######## sha256_msg_loader ########
Fig. 1: sha256_msg_loader, routed metal, one color a layer
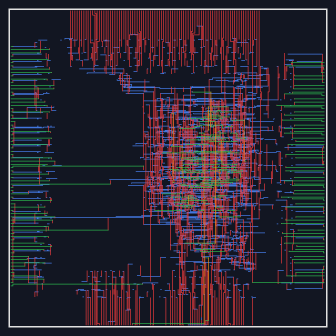

--- src/rtl/sha256_msg_loader.sv ---
// Byte-stream front end for sha256_core: loads one padded 64-byte block, starts the core, waits for IRQ.
// Optional digest readback enabled by defining SHA_LOADER_READBACK_EN.
module sha256_msg_loader #(
    parameter int unsigned STATUS_ADDR = 65,
    parameter int unsigned DIGEST_BASE = 70,
    parameter int unsigned MAX_BYTES   = 55,
    parameter int unsigned IRQ_TIMEOUT = 1023
) (
    input  logic         i_clk,
    input  logic         i_rst_n,
    input  logic [7:0]   i_byte,
    input  logic         i_valid,
    input  logic         i_last,
    output logic         o_ready,
    output logic [6:0]   o_w_addr,
    output logic [7:0]   o_data8,
    output logic         o_we,
    input  logic         i_irq,
    input  logic [7:0]   i_rdata,
    output logic         o_busy,
    output logic         o_done,
    output logic         o_err,
    output logic [255:0] o_digest,
    output logic         o_digest_valid
);

    localparam int unsigned TW = $clog2(IRQ_TIMEOUT + 1);
    localparam logic [5:0]    LP_MAX    = 6'(MAX_BYTES);
    localparam logic [6:0]    LP_STATUS = 7'(STATUS_ADDR);
    localparam logic [TW-1:0] LP_TMO    = TW'(IRQ_TIMEOUT - 1);

`ifdef SHA_LOADER_READBACK_EN
    localparam logic [6:0] LP_DIGEST = 7'(DIGEST_BASE);
    typedef enum logic [3:0] {
        S_IDLE, S_LOAD, S_PAD80, S_ZERO, S_LEN, S_START, S_WAIT, S_DRAIN, S_RDBK
    } state_t;
`else
    typedef enum logic [3:0] {
        S_IDLE, S_LOAD, S_PAD80, S_ZERO, S_LEN, S_START, S_WAIT, S_DRAIN
    } state_t;
`endif

    state_t          r_state;
    logic [5:0]      r_cnt;
    logic [5:0]      r_ptr;
    logic [6:0]      r_w_addr;
    logic [7:0]      r_data8;
    logic            r_we;
    logic            r_done;
    logic            r_err;
    logic [TW-1:0]   r_tmo;
    logic [15:0]     w_len;
    logic [7:0]      w_len_byte;
    logic            w_accept;

    assign o_ready  = i_rst_n && (r_state == S_IDLE || r_state == S_LOAD || r_state == S_DRAIN);
    assign o_busy   = (r_state != S_IDLE);
    assign w_accept = i_valid && o_ready;
    assign o_w_addr = r_w_addr;
    assign o_data8  = r_data8;
    assign o_we     = r_we;
    assign o_done   = r_done;
    assign o_err    = r_err;
    assign w_len    = {7'b0, r_cnt, 3'b000};

    // Only the two low length bytes can be non-zero for a single-block message.
    always_comb begin
        w_len_byte = 8'h00;
        if (r_ptr == 6'd0)
            w_len_byte = w_len[7:0];
        else if (r_ptr == 6'd1)
            w_len_byte = w_len[15:8];
    end

`ifdef SHA_LOADER_READBACK_EN
    logic [4:0]   r_rb_idx;
    logic [255:0] r_digest;
    logic         r_digest_valid;
    assign o_digest       = r_digest;
    assign o_digest_valid = r_digest_valid;
`else
    logic w_unused_rdata;
    assign w_unused_rdata = ^i_rdata;
    assign o_digest       = '0;
    assign o_digest_valid = 1'b0;
`endif

    always_ff @(posedge i_clk or negedge i_rst_n) begin
        if (!i_rst_n) begin
            r_state  <= S_IDLE;
            r_cnt    <= '0;
            r_ptr    <= '0;
            r_w_addr <= '0;
            r_data8  <= '0;
            r_we     <= 1'b0;
            r_done   <= 1'b0;
            r_err    <= 1'b0;
            r_tmo    <= '0;
`ifdef SHA_LOADER_READBACK_EN
            r_rb_idx       <= '0;
            r_digest       <= '0;
            r_digest_valid <= 1'b0;
`endif
        end else begin
            r_we   <= 1'b0;
            r_done <= 1'b0;
            r_err  <= 1'b0;
`ifdef SHA_LOADER_READBACK_EN
            r_digest_valid <= 1'b0;
`endif
            case (r_state)
                S_IDLE: begin
                    if (w_accept) begin
                        r_w_addr <= 7'd63;
                        r_data8  <= i_byte;
                        r_we     <= 1'b1;
                        r_cnt    <= 6'd1;
                        r_state  <= i_last ? S_PAD80 : S_LOAD;
                    end
                end
                S_LOAD: begin
                    if (w_accept) begin
                        if (r_cnt == LP_MAX) begin
                            if (i_last) begin
                                r_err   <= 1'b1;
                                r_state <= S_IDLE;
                            end else begin
                                r_state <= S_DRAIN;
                            end
                        end else begin
                            r_w_addr <= 7'd63 - {1'b0, r_cnt};
                            r_data8  <= i_byte;
                            r_we     <= 1'b1;
                            r_cnt    <= r_cnt + 6'd1;
                            if (i_last)
                                r_state <= S_PAD80;
                        end
                    end
                end
                S_PAD80: begin
                    r_w_addr <= 7'd63 - {1'b0, r_cnt};
                    r_data8  <= 8'h80;
                    r_we     <= 1'b1;
                    // For a full 55-byte message this lands on 7, the first length byte.
                    r_ptr    <= 6'd62 - r_cnt;
                    r_state  <= (r_cnt == LP_MAX) ? S_LEN : S_ZERO;
                end
                S_ZERO: begin
                    r_w_addr <= {1'b0, r_ptr};
                    r_data8  <= 8'h00;
                    r_we     <= 1'b1;
                    r_ptr    <= r_ptr - 6'd1;
                    if (r_ptr == 6'd8)
                        r_state <= S_LEN;
                end
                S_LEN: begin
                    r_w_addr <= {1'b0, r_ptr};
                    r_data8  <= w_len_byte;
                    r_we     <= 1'b1;
                    r_ptr    <= r_ptr - 6'd1;
                    if (r_ptr == 6'd0)
                        r_state <= S_START;
                end
                S_START: begin
                    r_w_addr <= LP_STATUS;
                    r_data8  <= 8'h01;
                    r_we     <= 1'b1;
                    r_tmo    <= '0;
                    r_state  <= S_WAIT;
                end
                S_WAIT: begin
                    if (i_irq) begin
`ifdef SHA_LOADER_READBACK_EN
                        r_w_addr <= LP_DIGEST;
                        r_rb_idx <= '0;
                        r_state  <= S_RDBK;
`else
                        r_done   <= 1'b1;
                        r_state  <= S_IDLE;
`endif
                    end else if (r_tmo == LP_TMO) begin
                        r_err   <= 1'b1;
                        r_state <= S_IDLE;
                    end else begin
                        r_tmo <= r_tmo + 1'b1;
                    end
                end
                S_DRAIN: begin
                    if (w_accept && i_last) begin
                        r_err   <= 1'b1;
                        r_state <= S_IDLE;
                    end
                end
`ifdef SHA_LOADER_READBACK_EN
                S_RDBK: begin
                    // Read data follows the address register combinationally; capture at cycle end.
                    r_digest[{r_rb_idx, 3'b000} +: 8] <= i_rdata;
                    if (r_rb_idx == 5'd31) begin
                        r_digest_valid <= 1'b1;
                        r_done         <= 1'b1;
                        r_state        <= S_IDLE;
                    end else begin
                        r_rb_idx <= r_rb_idx + 5'd1;
                        r_w_addr <= r_w_addr + 7'd1;
                    end
                end
`endif
                default: r_state <= S_IDLE;
            endcase
        end
    end

endmodule

--- config.mk ---
export PLATFORM = sky130hd
export DESIGN_NAME = sha256_msg_loader
export DESIGN_NICKNAME = d
export VERILOG_FILES = /design/src/rtl/sha256_msg_loader.sv
export SDC_FILE = /design/constraint.sdc
export NUM_CORES = 1
export LEC_CHECK = 0
export CAP_MARGIN = 15
export CORE_MARGIN = 10
export CORE_UTILIZATION = 38
export CTS_BUF_LIST = sky130_fd_sc_hd__clkbuf_4
export CTS_CLUSTER_DIAMETER = 120
export CTS_CLUSTER_SIZE = 20
export DETAILED_ROUTE_END_ITERATION = 12
export GPL_TIMING_DRIVEN = 0
export PLACE_DENSITY = 0.91
export SYNTH_ARGS = -nofsm -noshare
export SYNTH_HDL_FRONTEND = slang
export SYNTH_SLANG_ARGS = --single-unit
export TNS_END_PERCENT = 100
--- constraint.sdc ---
create_clock -name i_clk -period 2.2 [get_ports i_clk]
set_input_delay 0.22 -clock i_clk [delete_from_list [all_inputs] [get_ports i_clk]]
set_output_delay 0.22 -clock i_clk [all_outputs]
set_load 0.03 [all_outputs]
######## aes_round_ctrl_flat ########
==> src/rtl/aes_round_ctrl_if.sv <==
// Control interface of the AES-256 round controller.
// The key_rdy handshake line exists only when AES_ROUND_CTRL_KEY_WAIT_EN is defined.
interface aes_round_ctrl_if;
  logic       start;
  logic       abort;
`ifdef AES_ROUND_CTRL_KEY_WAIT_EN
  logic       key_rdy;
`endif
  logic [3:0] rnd_cnt;
  logic [2:0] step;
  logic       load;
  logic       mix_en;
  logic       last_rnd;
  logic       busy;
  logic       done;

  // Requester side: drives the commands and observes the controller outputs.
  modport master (
    output start,
    output abort,
`ifdef AES_ROUND_CTRL_KEY_WAIT_EN
    output key_rdy,
`endif
    input  rnd_cnt,
    input  step,
    input  load,
    input  mix_en,
    input  last_rnd,
    input  busy,
    input  done
  );

  // Controller side.
  modport slave (
    input  start,
    input  abort,
`ifdef AES_ROUND_CTRL_KEY_WAIT_EN
    input  key_rdy,
`endif
    output rnd_cnt,
    output step,
    output load,
    output mix_en,
    output last_rnd,
    output busy,
    output done
  );
endinterface

==> src/rtl/aes_round_ctrl.sv <==
// AES-256 round sequencer: LOAD, 15 rounds x 5 steps, then a one-cycle FINISH
// that carries the done pulse. Abort and reset discard the block silently.
// Optional feature macro: AES_ROUND_CTRL_KEY_WAIT_EN adds the key_rdy stall
// at step 0 of every round.
module aes_round_ctrl (
  input  logic              clk,
  input  logic              reset,
  aes_round_ctrl_if.slave   bus
);

  typedef enum logic [1:0] {
    IDLE   = 2'd0,
    LOAD   = 2'd1,
    ROUND  = 2'd2,
    FINISH = 2'd3
  } state_t;

  state_t     state;
  logic [3:0] rnd_cnt;
  logic [2:0] step;
  logic       load;
  logic       mix_en_base;
  logic       busy;
  logic       done;
  logic       stall;

  // MixColumns runs in the middle rounds only and never at the final step.
  function automatic logic mix_on(input logic [3:0] r, input logic [2:0] s);
    return (r >= 4'd1) && (r <= 4'd13) && (s <= 3'd3);
  endfunction

`ifdef AES_ROUND_CTRL_KEY_WAIT_EN
  assign stall = (state == ROUND) && (step == 3'd0) && !bus.key_rdy;
`else
  assign stall = 1'b0;
`endif

  // Sequencer state, counters and registered strobes.
  always_ff @(posedge clk) begin
    if (reset) begin
      state       <= IDLE;
      rnd_cnt     <= 4'd0;
      step        <= 3'd0;
      load        <= 1'b0;
      mix_en_base <= 1'b0;
      busy        <= 1'b0;
      done        <= 1'b0;
    end else begin
      load        <= 1'b0;
      done        <= 1'b0;
      mix_en_base <= 1'b0;
      case (state)
        IDLE: begin
          rnd_cnt <= 4'd0;
          step    <= 3'd0;
          if (bus.start && !bus.abort) begin
            state <= LOAD;
            load  <= 1'b1;
            busy  <= 1'b1;
          end else begin
            busy  <= 1'b0;
          end
        end
        LOAD: begin
          rnd_cnt <= 4'd0;
          step    <= 3'd0;
          if (bus.abort) begin
            state <= IDLE;
            busy  <= 1'b0;
          end else begin
            state <= ROUND;
            busy  <= 1'b1;
          end
        end
        ROUND: begin
          if (bus.abort) begin
            state   <= IDLE;
            rnd_cnt <= 4'd0;
            step    <= 3'd0;
            busy    <= 1'b0;
          end else if (stall) begin
            // Hold position until the round key words are valid.
            mix_en_base <= mix_on(rnd_cnt, step);
          end else if (step == 3'd4) begin
            step <= 3'd0;
            if (rnd_cnt == 4'd14) begin
              state   <= FINISH;
              rnd_cnt <= 4'd0;
              done    <= 1'b1;
            end else begin
              rnd_cnt     <= rnd_cnt + 4'd1;
              mix_en_base <= mix_on(rnd_cnt + 4'd1, 3'd0);
            end
          end else begin
            step        <= step + 3'd1;
            mix_en_base <= mix_on(rnd_cnt, step + 3'd1);
          end
        end
        FINISH: begin
          // Leaves unconditionally; a start seen here is dropped.
          state   <= IDLE;
          rnd_cnt <= 4'd0;
          step    <= 3'd0;
          busy    <= 1'b0;
        end
        default: begin
          state   <= IDLE;
          rnd_cnt <= 4'd0;
          step    <= 3'd0;
          busy    <= 1'b0;
        end
      endcase
    end
  end

  assign bus.rnd_cnt  = rnd_cnt;
  assign bus.step     = step;
  assign bus.load     = load;
  assign bus.busy     = busy;
  assign bus.done     = done;
  assign bus.mix_en   = mix_en_base && !stall;
  assign bus.last_rnd = (state == ROUND) && (rnd_cnt == 4'd14);

endmodule
==> src/flat_wrapper.sv <==
// flat-port wrapper written by rule: the top's interface ports become plain ports
module aes_round_ctrl_flat 
  (clk, reset, bus_start, bus_abort, bus_rnd_cnt, bus_step, bus_load, bus_mix_en, bus_last_rnd, bus_busy, bus_done);
  aes_round_ctrl_if bus_i ();
  input  logic clk;
  input  logic reset;
  input wire logic [$bits(bus_i.start)-1:0] bus_start;
  input wire logic [$bits(bus_i.abort)-1:0] bus_abort;
  output wire logic [$bits(bus_i.rnd_cnt)-1:0] bus_rnd_cnt;
  output wire logic [$bits(bus_i.step)-1:0] bus_step;
  output wire logic [$bits(bus_i.load)-1:0] bus_load;
  output wire logic [$bits(bus_i.mix_en)-1:0] bus_mix_en;
  output wire logic [$bits(bus_i.last_rnd)-1:0] bus_last_rnd;
  output wire logic [$bits(bus_i.busy)-1:0] bus_busy;
  output wire logic [$bits(bus_i.done)-1:0] bus_done;
  assign bus_i.start = bus_start;
  assign bus_i.abort = bus_abort;
  assign bus_rnd_cnt = bus_i.rnd_cnt;
  assign bus_step = bus_i.step;
  assign bus_load = bus_i.load;
  assign bus_mix_en = bus_i.mix_en;
  assign bus_last_rnd = bus_i.last_rnd;
  assign bus_busy = bus_i.busy;
  assign bus_done = bus_i.done;
  aes_round_ctrl u_core (.clk(clk), .reset(reset), .bus(bus_i));
endmodule
==> config.mk <==
export PLATFORM = sky130hd
export DESIGN_NAME = aes_round_ctrl_flat
export DESIGN_NICKNAME = d
export VERILOG_FILES = /design/src/rtl/aes_round_ctrl_if.sv /design/src/rtl/aes_round_ctrl.sv /design/src/flat_wrapper.sv
export SDC_FILE = /design/constraint.sdc
export NUM_CORES = 1
export LEC_CHECK = 0
export CORE_MARGIN = 4
export CORE_UTILIZATION = 42
export CTS_CLUSTER_SIZE = 40
export DETAILED_ROUTE_END_ITERATION = 12
export GPL_ROUTABILITY_DRIVEN = 0
export HOLD_SLACK_MARGIN = 0.12
export PLACE_DENSITY = 0.73
export RECOVER_POWER = 25
export SYNTH_ARGS = -nofsm -noshare
export SYNTH_HDL_FRONTEND = slang
export SYNTH_SLANG_ARGS = --single-unit
==> constraint.sdc <==
create_clock -name clk -period 1.5 [get_ports clk]
set_input_delay 0.3 -clock clk [delete_from_list [all_inputs] [get_ports clk]]
set_output_delay 0.3 -clock clk [all_outputs]
set_load 0.005 [all_outputs]
######## scan_ctrl_core ########
--- src/rtl/scan_ctrl_core.sv ---
// -----------------------------------------------------------------------------
// scan_ctrl_core
//
// Purpose:
//   A bank of LANES replicated functional cores, each holding two state flops
//   (qB, qC), stitched into one scan chain of CHAIN_LEN = 2*LANES bits and
//   driven by a small test controller.  On a test_start request the
//   controller serially loads the chain, runs one functional capture cycle,
//   then serially unloads the captured state on scan_out.
//
//   Chain bit 2l is lane l qB; chain bit 2l+1 is lane l qC.
//
// Optional feature (macro SCAN_CTRL_SISR_EN):
//   When defined, a 16-bit serial-input signature register compresses the
//   unloaded scan stream (polynomial 16'h1021, seeded 16'hFFFF when a
//   sequence starts).  When undefined, signature is tied to zero.
//
// Ports:
//   clk         in   1      rising-edge clock
//   rst         in   1      asynchronous active-high reset
//   A           in   LANES  functional primary input, one bit per lane
//   test_start  in   1      request one load/capture/unload sequence
//   scan_in     in   1      serial scan data, sampled while loading
//   K           out  LANES  functional primary output per lane
//   scan_out    out  1      last chain bit
//   scan_valid  out  1      scan_out carries unload data
//   busy        out  1      controller is not idle
//   done        out  1      one-cycle pulse after the unload completes
//   signature   out  16     signature register contents
// -----------------------------------------------------------------------------
module scan_ctrl_core #(
    parameter int LANES = 4
) (
    input  logic             clk,
    input  logic             rst,
    input  logic [LANES-1:0] A,
    input  logic             test_start,
    input  logic             scan_in,
    output logic [LANES-1:0] K,
    output logic             scan_out,
    output logic             scan_valid,
    output logic             busy,
    output logic             done,
    output logic [15:0]      signature
);

    localparam int CHAIN_LEN = 2 * LANES;
    localparam int CNT_W     = $clog2(CHAIN_LEN + 1);
    localparam logic [CNT_W-1:0] LAST_BIT = CNT_W'(CHAIN_LEN - 1);

    typedef enum logic [1:0] {
        IDLE,
        LOAD,
        CAPTURE,
        UNLOAD
    } state_t;

    state_t               state;
    state_t               state_next;
    logic [CHAIN_LEN-1:0] chain;
    logic [CHAIN_LEN-1:0] chain_next;
    logic [CHAIN_LEN-1:0] func_next;
    logic [CNT_W-1:0]     count;
    logic [CNT_W-1:0]     count_next;
    logic                 done_next;

    // Per-lane combinational core.  func_next holds the value each lane's
    // flops take on a functional clock; K is derived from the same B/C terms
    // so it follows the chain contents in every controller state.
    for (genvar l = 0; l < LANES; l++) begin : g_lane
        logic d;
        assign d                = chain[2*l] | chain[2*l+1];
        assign func_next[2*l]   = A[l] & d;
        assign func_next[2*l+1] = ~d;
        assign K[l]             = ~(func_next[2*l] | func_next[2*l+1]);
    end

    assign scan_out   = chain[CHAIN_LEN-1];
    assign busy       = (state != IDLE);
    assign scan_valid = (state == UNLOAD);

    // State, chain, bit counter and done flag registers.
    always_ff @(posedge clk or posedge rst) begin
        if (rst) begin
            state <= IDLE;
            chain <= '0;
            count <= '0;
            done  <= 1'b0;
        end else begin
            state <= state_next;
            chain <= chain_next;
            count <= count_next;
            done  <= done_next;
        end
    end

    // Controller next-state logic.  The counter is cleared on every state
    // change so each shifting phase starts counting from zero, and it stops
    // at CHAIN_LEN-1 because that cycle's shift is the last one.
    always_comb begin
        state_next = state;
        chain_next = chain;
        count_next = count;
        done_next  = 1'b0;
        case (state)
            IDLE: begin
                chain_next = func_next;
                if (test_start) begin
                    state_next = LOAD;
                    count_next = '0;
                end
            end
            LOAD: begin
                chain_next = {chain[CHAIN_LEN-2:0], scan_in};
                count_next = count + CNT_W'(1);
                if (count == LAST_BIT) begin
                    state_next = CAPTURE;
                    count_next = '0;
                end
            end
            CAPTURE: begin
                chain_next = func_next;
                state_next = UNLOAD;
                count_next = '0;
            end
            UNLOAD: begin
                chain_next = {chain[CHAIN_LEN-2:0], 1'b0};
                count_next = count + CNT_W'(1);
                if (count == LAST_BIT) begin
                    state_next = IDLE;
                    count_next = '0;
                    done_next  = 1'b1;
                end
            end
            default: begin
                state_next = IDLE;
                count_next = '0;
            end
        endcase
    end

`ifdef SCAN_CTRL_SISR_EN
    logic [15:0] sig;
    logic        fb;

    assign fb = sig[15] ^ scan_out;

    // Signature register: reseeded when a sequence is accepted, folds in
    // one unload bit per UNLOAD cycle, and holds its value otherwise so the
    // result of the last sequence stays readable while idle.
    always_ff @(posedge clk or posedge rst) begin
        if (rst) begin
            sig <= 16'hFFFF;
        end else if (state == IDLE && test_start) begin
            sig <= 16'hFFFF;
        end else if (state == UNLOAD) begin
            sig <= {sig[14:0], 1'b0} ^ (fb ? 16'h1021 : 16'h0000);
        end
    end

    assign signature = sig;
`else
    assign signature = 16'h0000;
`endif

endmodule
--- config.mk ---
export PLATFORM = sky130hd
export DESIGN_NAME = scan_ctrl_core
export DESIGN_NICKNAME = d
export VERILOG_FILES = /design/src/rtl/scan_ctrl_core.sv
export SDC_FILE = /design/constraint.sdc
export NUM_CORES = 1
export LEC_CHECK = 0
export ABC_AREA = 1
export CAP_MARGIN = 20
export CORE_ASPECT_RATIO = 1.4
export CORE_MARGIN = 2
export CORE_UTILIZATION = 47
export CTS_CLUSTER_SIZE = 28
export DETAILED_ROUTE_END_ITERATION = 8
export PLACE_DENSITY = 0.83
export SETUP_SLACK_MARGIN = 0.02
export SLEW_MARGIN = 20
export SYNTH_ARGS = -nofsm -noshare
export SYNTH_HDL_FRONTEND = slang
export SYNTH_SLANG_ARGS = --single-unit
--- constraint.sdc ---
create_clock -name clk -period 3.4 [get_ports clk]
set_input_delay 0.68 -clock clk [delete_from_list [all_inputs] [get_ports clk]]
set_output_delay 0.68 -clock clk [all_outputs]
set_load 0.02 [all_outputs]

==> layout pictures side by side <==
Clock routing.
shot_01.png
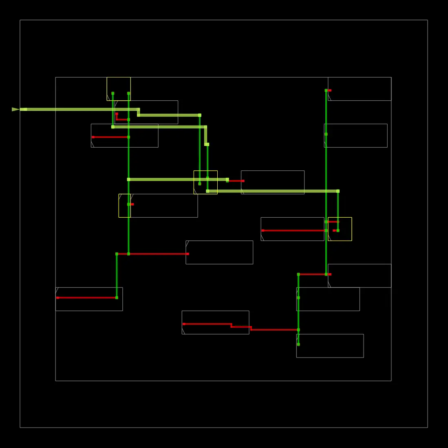
shot_02.png
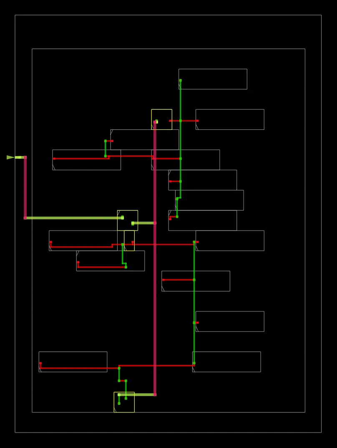
shot_03.png
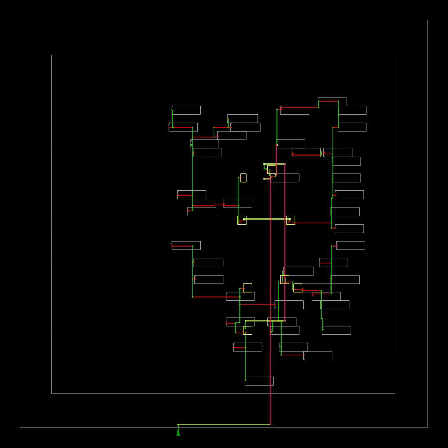
The one with the most sequential cells is shot_03.png.
- shot_02.png = scan_ctrl_core
- shot_03.png = sha256_msg_loader
- shot_01.png = aes_round_ctrl_flat

Fig. 2: sha256_msg_loader, nets reached from selected ports
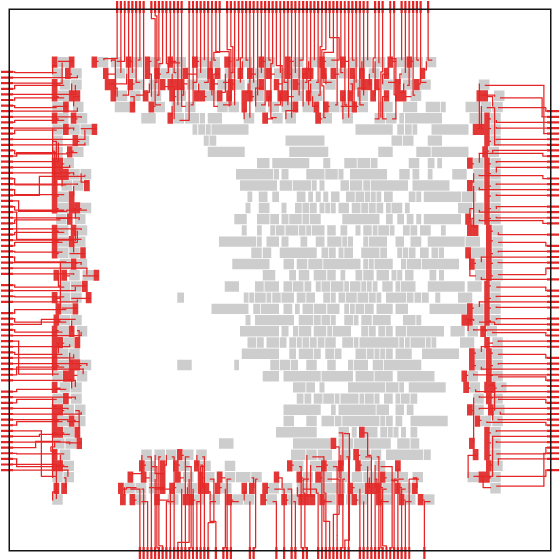
| port | color | bits | direction | end cells | buffers | wire |
|---|---|---|---|---|---|---|
| o_digest | red | 256 | output | 256 | 256 | 4940 um |
I/O pin count: 298
number of input and output port buffers inserted: 31

Notes on Fig. 1 above:
| layer | color | wire length |
|---|---|---|
| met1 | blue | 4160 um |
| met3 | green | 2120 um |
| met2 | red | 6980 um |
| met4 | orange | 254 um |
overall via count from detail_route: 4161
Tot GR Track Use: 13.6%
routed wire length: 13500 um
drt wl/cell: 13.0 um

==> design notes, sha256_msg_loader <==
According to the report, the first pass of detailed routing completed in 5 iterations. Among the non-sequential cells, buffers and inverters take the most area. The run gives 39.4% for the logic gate fraction of the total cell area. The and-or/or-and share of the synthesized area works out to 14.0%. With the initial antenna violation count at 1, the warning count from the yosys run is 0. The logs give 1 for the post-CTS setup buffer count and 6 for the clock buffer count in the final layout. The non-clock buffering overhead in the final layout is 38.8%, and the final-report setup violation count is 0.

Detailed-route iteration 0 reported a violation count of 390. The critical path contains buffers and inverters numbering 4 combined. For the number of tap cells inserted, the log shows 147.

Stage delay of the slowest cell on the critical path: 430 ps. Yosys stat counts 586 cells in the synthesized netlist. The initial standard-cell utilization of the core was 39.0%. The tools report the count of hold-fix buffers inserted at cts as 1.

Once detail routing completed, the nets flagged for antenna violations numbered 0. The power per standard cell area works out to 905 nW/um2. Yosys reported a register bit count of 43.

The first global-routing pass estimated 18800 um of wire. The horizontal extent of the die was 131 um. The run gives 24.6% as the routing usage on met2. After synthesis, the share of cell area in mux cells is 0.882%.

Wire segments on met3 add up to 2120 um in the final route. Ranked by total cell area, the synthesized netlist is headed by buf_4 41%, dfrtp_1 23%, nand2_1 3.0%. The sequential-to-total area share from yosys stat is 23.0%, and the tally of filler cells in the layout is 1099. The run gives 0.988 for the weighted congestion reported at the end of routability-driven placement. The final max-slew violation count recorded for this run is 0.

The type of the most critical hold path is input pin to asynchronous set/reset pin. The number of non-clock buffers came out at 318. Sorting the synthesis cell report by count puts at the top buf_4. Leaving out filler cells and counting taps, the final layout contains 1038.

Prior to clock tree synthesis, the placed netlist has a worst setup slack of -485 ps. The flow ran to the end, and the final reports show no timing, DRC or antenna violations. The combinational cell area excluding buffers and inverters is 2490 um2, and the total negative setup slack is 0 ps. The tools report the net count reported at finish as 916. After Yosys synthesis, and, or, nand and nor cells account for 13.2% of the synthesized area. The worst setup path is launched from a flop. The synthesized design spends more area on one cell type than any other, namely buf_4.
-- sha256_msg_loader: path summary, 6_finish.rpt --
path                             startpoint           to  slack, ps  cells after the start
worst max-delay path             r_state[1]      o_ready        100                      6
worst min-delay path                i_rst_n     r_tmo[4]        250                      2
worst max register to register     r_ptr[1]   r_state[0]        110                      7
worst min register to register  o_w_addr[6]  o_w_addr[6]        490                      2
max in group asynchronous           i_rst_n     r_tmo[1]       1530                      3
min in group i_clk                   i_last        o_err        310                      3
-- sha256_msg_loader: report_power, final --
group / total (mW) / internal [mW] / leakage (nW) / switching [mW]
clock: 0.408 / 0.136 / 0.0317 / 0.273
combinational: 3.99 / 1.45 / 3.02 / 2.54
sequential: 1.34 / 1.07 / 0.530 / 0.261
-- sha256_msg_loader: registers in the layout, summed over array words and instances, names as in the netlist --
| name | cells |
|---|---|
| o_data8 | 8 |
| o_done | 1 |
| o_err | 1 |
| o_w_addr | 7 |
| o_we | 1 |
| r_cnt | 6 |
| r_ptr | 6 |
| r_state | 3 |
| r_tmo | 10 |
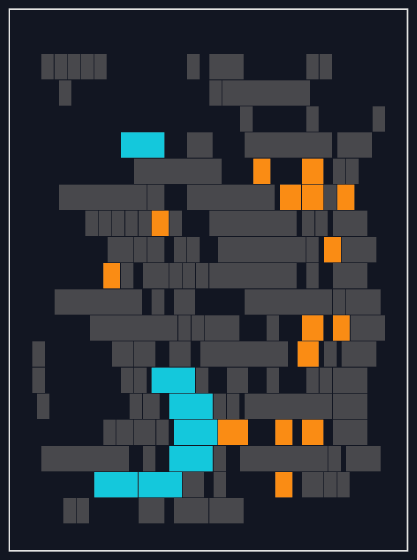
Fig. 3. Gate-type map (scan_ctrl_core).
| family | color | cells | most used |
|---|---|---|---|
| inverting AOI/OAI gates | orange | 15 | o22ai_1 |
| adder and majority cells | cyan | 7 | ha_1 |
Comb/total area: 38.5%
final std cells w/o fill: 149

==> design notes, scan_ctrl_core <==
For the finished layout, the period the worst path requires is 2530 ps. The run gives 16.1% as the overall fraction of global-route tracks in use. The proportion of synthesized flip-flops having asynchronous set or reset came out at 100%.

The congestion estimate from routability-driven global placement came to 0.819. Port buffering added 15 buffers. STA classifies the critical path endpoint as an output port.

In the final report, the number of hold violations comes to 0. The ratio of routed vias to standard cells is 4.64. The run gives 164 for the tally of filler cells in the layout. The report lists the cells along the critical path as clkdlybuf4s50_1 -> a21oi_1 -> clkdlybuf4s50_1.

The global routing report lists met2 layer usage as 27.9%. The first TritonRoute pass finished after 4 iterations. The number of cells produced by synthesis is 111, and the finished layout cell area is 1050 um2.

The script extracted a total leakage power of 0.562 nW. The number of synthesized flops with an enable pin is 0, and the number of violations of the max-capacitance limit is 0. Switching power as a share of total power: 45.1%. The combinational cell area excluding buffers and inverters was 405 um2. The run gives 0 as the initial antenna violation count. Buffers inserted to repair hold after CTS numbered 0. The uppermost layer routed was met4.

The tools report the maximum number of pins on one net before global-route repair as 16. The floorplan has 18 rows. After layout, the setup clock skew is reported as 15.2 ps. Dividing total power by cell area gives a power density of 821 nW/um2. The sequential standard cell area is 375 um2. Among all cell types in the netlist, the one instantiated most often is nand2_1.

The run gives 916 um2 for the synthesis area per yosys. For the number of resized instances in the post-cts repair step, the log shows 0. After synthesis the netlist holds a flip-flop and latch count of 15. After synthesis, flip-flops and latches occupy 41.0% of the total area. During I/O placement, the number of pins put on the boundary was 32.

The clock group share of total power was 11.9%. The run finished with clean final reports. After synthesis, the share of cell area in mux cells is 0%. The critical path in this run is classified as input pin to output port. Critical-path cell with the highest stage delay: clkdlybuf4s50_1. In the per-layer summary, the met1 wirelength comes to 625 um. Looking at area per cell type in the netlist, the leader is dfrtp_1. The run gives 2720 ps as the data required time at the worst endpoint. The kind of cell with the highest combined delay along the critical path is buffers and inverters. The CTS report gives the tree buffer count as 3.
==> scan_ctrl_core: final timing paths <==
check	from	end	depth (start not counted)
worst max-delay path	A[2]	K[2]	3
worst min-delay path	chain[3]	chain[4]	2
worst max register to register	state[0]	chain[2]	4
worst min register to register	chain[3]	chain[4]	2
max in group asynchronous	rst	count[2]	2
min in group asynchronous	rst	count[0]	2
==> scan_ctrl_core: final cells by class <==
| class | instances | share of cell area [%] |
|---|---|---|
| flip-flops and latches | 15 | 35.6 |
| repair buffers | 15 | 14.3 |
| well taps | 20 | 2.38 |
| inverters | 19 | 6.77 |
| multi-input cells | 76 | 38.5 |
| clock buffers | 4 | 2.49 |
==> scan_ctrl_core: stage by stage <==
stage	util, %	worst slack, ps	total power, mW	instances	hold slack [ps]
floorplan	-	1700	0.635	126	472
global placement	57.0	901	0.741	145	494
detailed placement	57.0	888	0.769	145	558
CTS	58.5	882	0.872	149	572
global route	58.5	796	0.947	149	601
finish	58.5	869	0.864	149	571
==> scan_ctrl_core: state kept, by name (all words and copies together) (netlist names) <==
signal / cells
done: 1
state: 2
chain: 8
count: 4
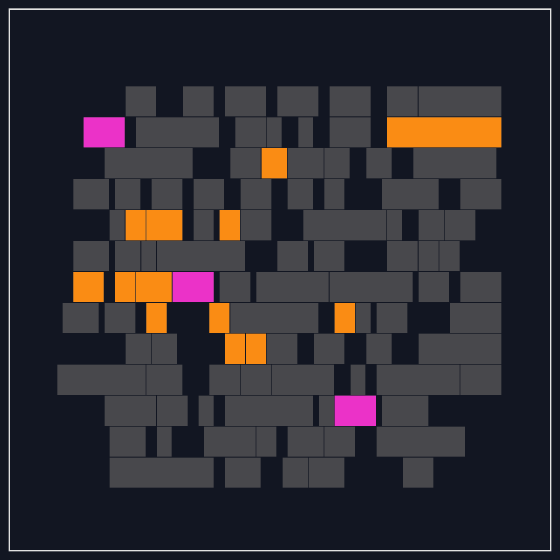
Fig. 4. Gate-type map (aes_round_ctrl_flat).
| family | color | cells | most used |
|---|---|---|---|
| inverting AOI/OAI gates | orange | 13 | a21oi_1 |
| multiplexers | magenta | 3 | mux2i_1 |
Comb/total area: 40.6%
most common logic cell in the routed design: buf_4
final std cells w/o fill: 117

==> design notes, aes_round_ctrl_flat <==
The run finished with clean final reports. The worst setup timing slack at the placement stage is -239 ps, and the overall fraction of global-route tracks in use is 16.5%. The adder and majority cell fraction of the synthesized area is 5.74%, and the synthesis area per yosys is 654 um2. The run gives 80 ps for the clock-pin transition on the worst setup and hold timing paths.

For met1 alone, demand over resource in global routing was 21.6%. Logic depth along the worst register-to-register path is recorded as 5. No sink is reached through more buffers than the 2 on the longest clock path. In this run the critical path is formed by inv_2 -> ha_4 -> nand2_4 -> or4b_4 -> a2111oi_4. The logs give 13 for the sink count of the clock tree and 743 um for the sum of routed wire segments on met1.

The tree is rooted in a clkbuf_4. Pin placement for this block handled 16 I/O pins. The tools report the number of violations of the max-capacitance limit as 0. The report puts the hold buffer count at CTS at 0. Timing would allow up to 0.683 GHz. The minimum hold slack was 536 ps; the initial antenna violation count was 0.

After synthesis, the mean cell area works out to 9.62 um2. Setup repair after global routing could not meet its margin everywhere. The chip occupies 2250 um2.
## aes_round_ctrl_flat: kinds of logic after synthesis
kind of cell / count (synthesis)
AOI/OAI and AO/OA: 13
xor gates and xnor gates: 2
adders and majority gates: 3
buffers and inverters: 5
DFF: 13
muxes: 3
and+or+nand+nor: 29
## aes_round_ctrl_flat: final cells by class
type	instances	area (um2)
inverter	3	11.3
multi-input combinational	50	402
tap	15	18.8
fill	121	393
timing repair buffer	32	264
clock buffer	4	26.3
sequential	13	268
## aes_round_ctrl_flat: state kept, by name, summed over array words and instances (netlist names)
name / count
u_core.bus.step: 3
u_core.state: 2
u_core.bus.done: 1
u_core.bus.load: 1
u_core.bus.busy: 1
u_core.bus.mix_en: 1
u_core.bus.rnd_cnt: 4
## aes_round_ctrl_flat: path summary, 6_finish.rpt
kind,to
worst max-delay path,u_core.state[0]
worst min-delay path,u_core.bus.step[0]
worst max register to register,u_core.state[0]
worst min register to register,u_core.bus.step[0]
## aes_round_ctrl_flat: power breakdown
group	internal, mW	switching [mW]	leakage (nW)
Sequential	0.349	0.00184	0.108
Clock	0.103	0.118	0.0150
Combinational	0.0241	0.0199	0.274


==> gallery <==
Clock network drawn from the DEF.
panel A
The bar under the picture is 10 um long.
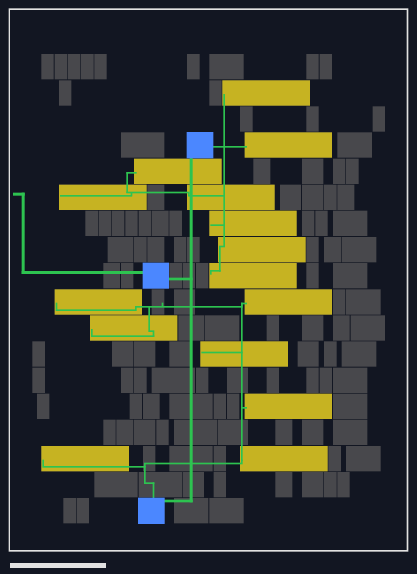
panel B
The bar under the picture is 50 um long.
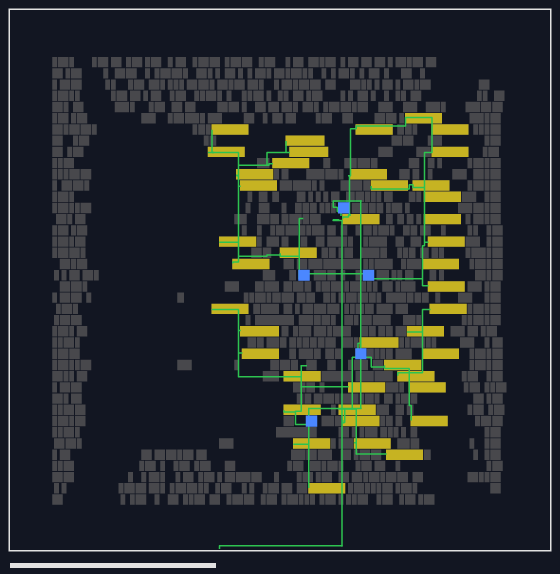
panel C
The bar under the picture is 10 um long.
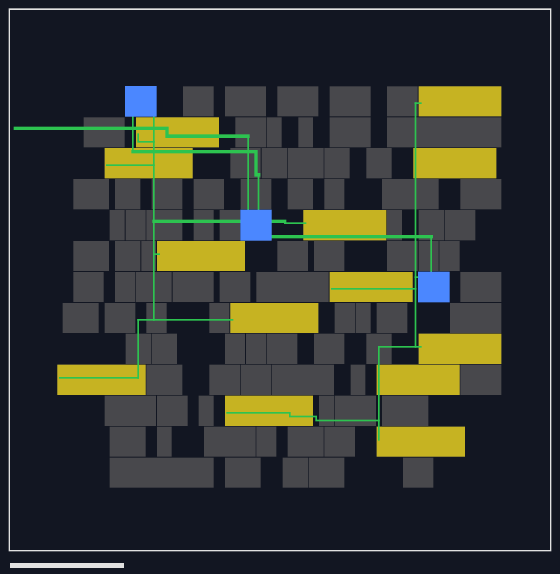
aes_round_ctrl_flat: panel C
scan_ctrl_core: panel A
sha256_msg_loader: panel B

Key to panel B:
[clock wires] green | length: 626 um
[cells driving clock nets] blue | count: 5
[flip-flops] yellow | count: 43
routed clock nets: 6

No activity file was given, so power comes from the tool's default toggle rates.
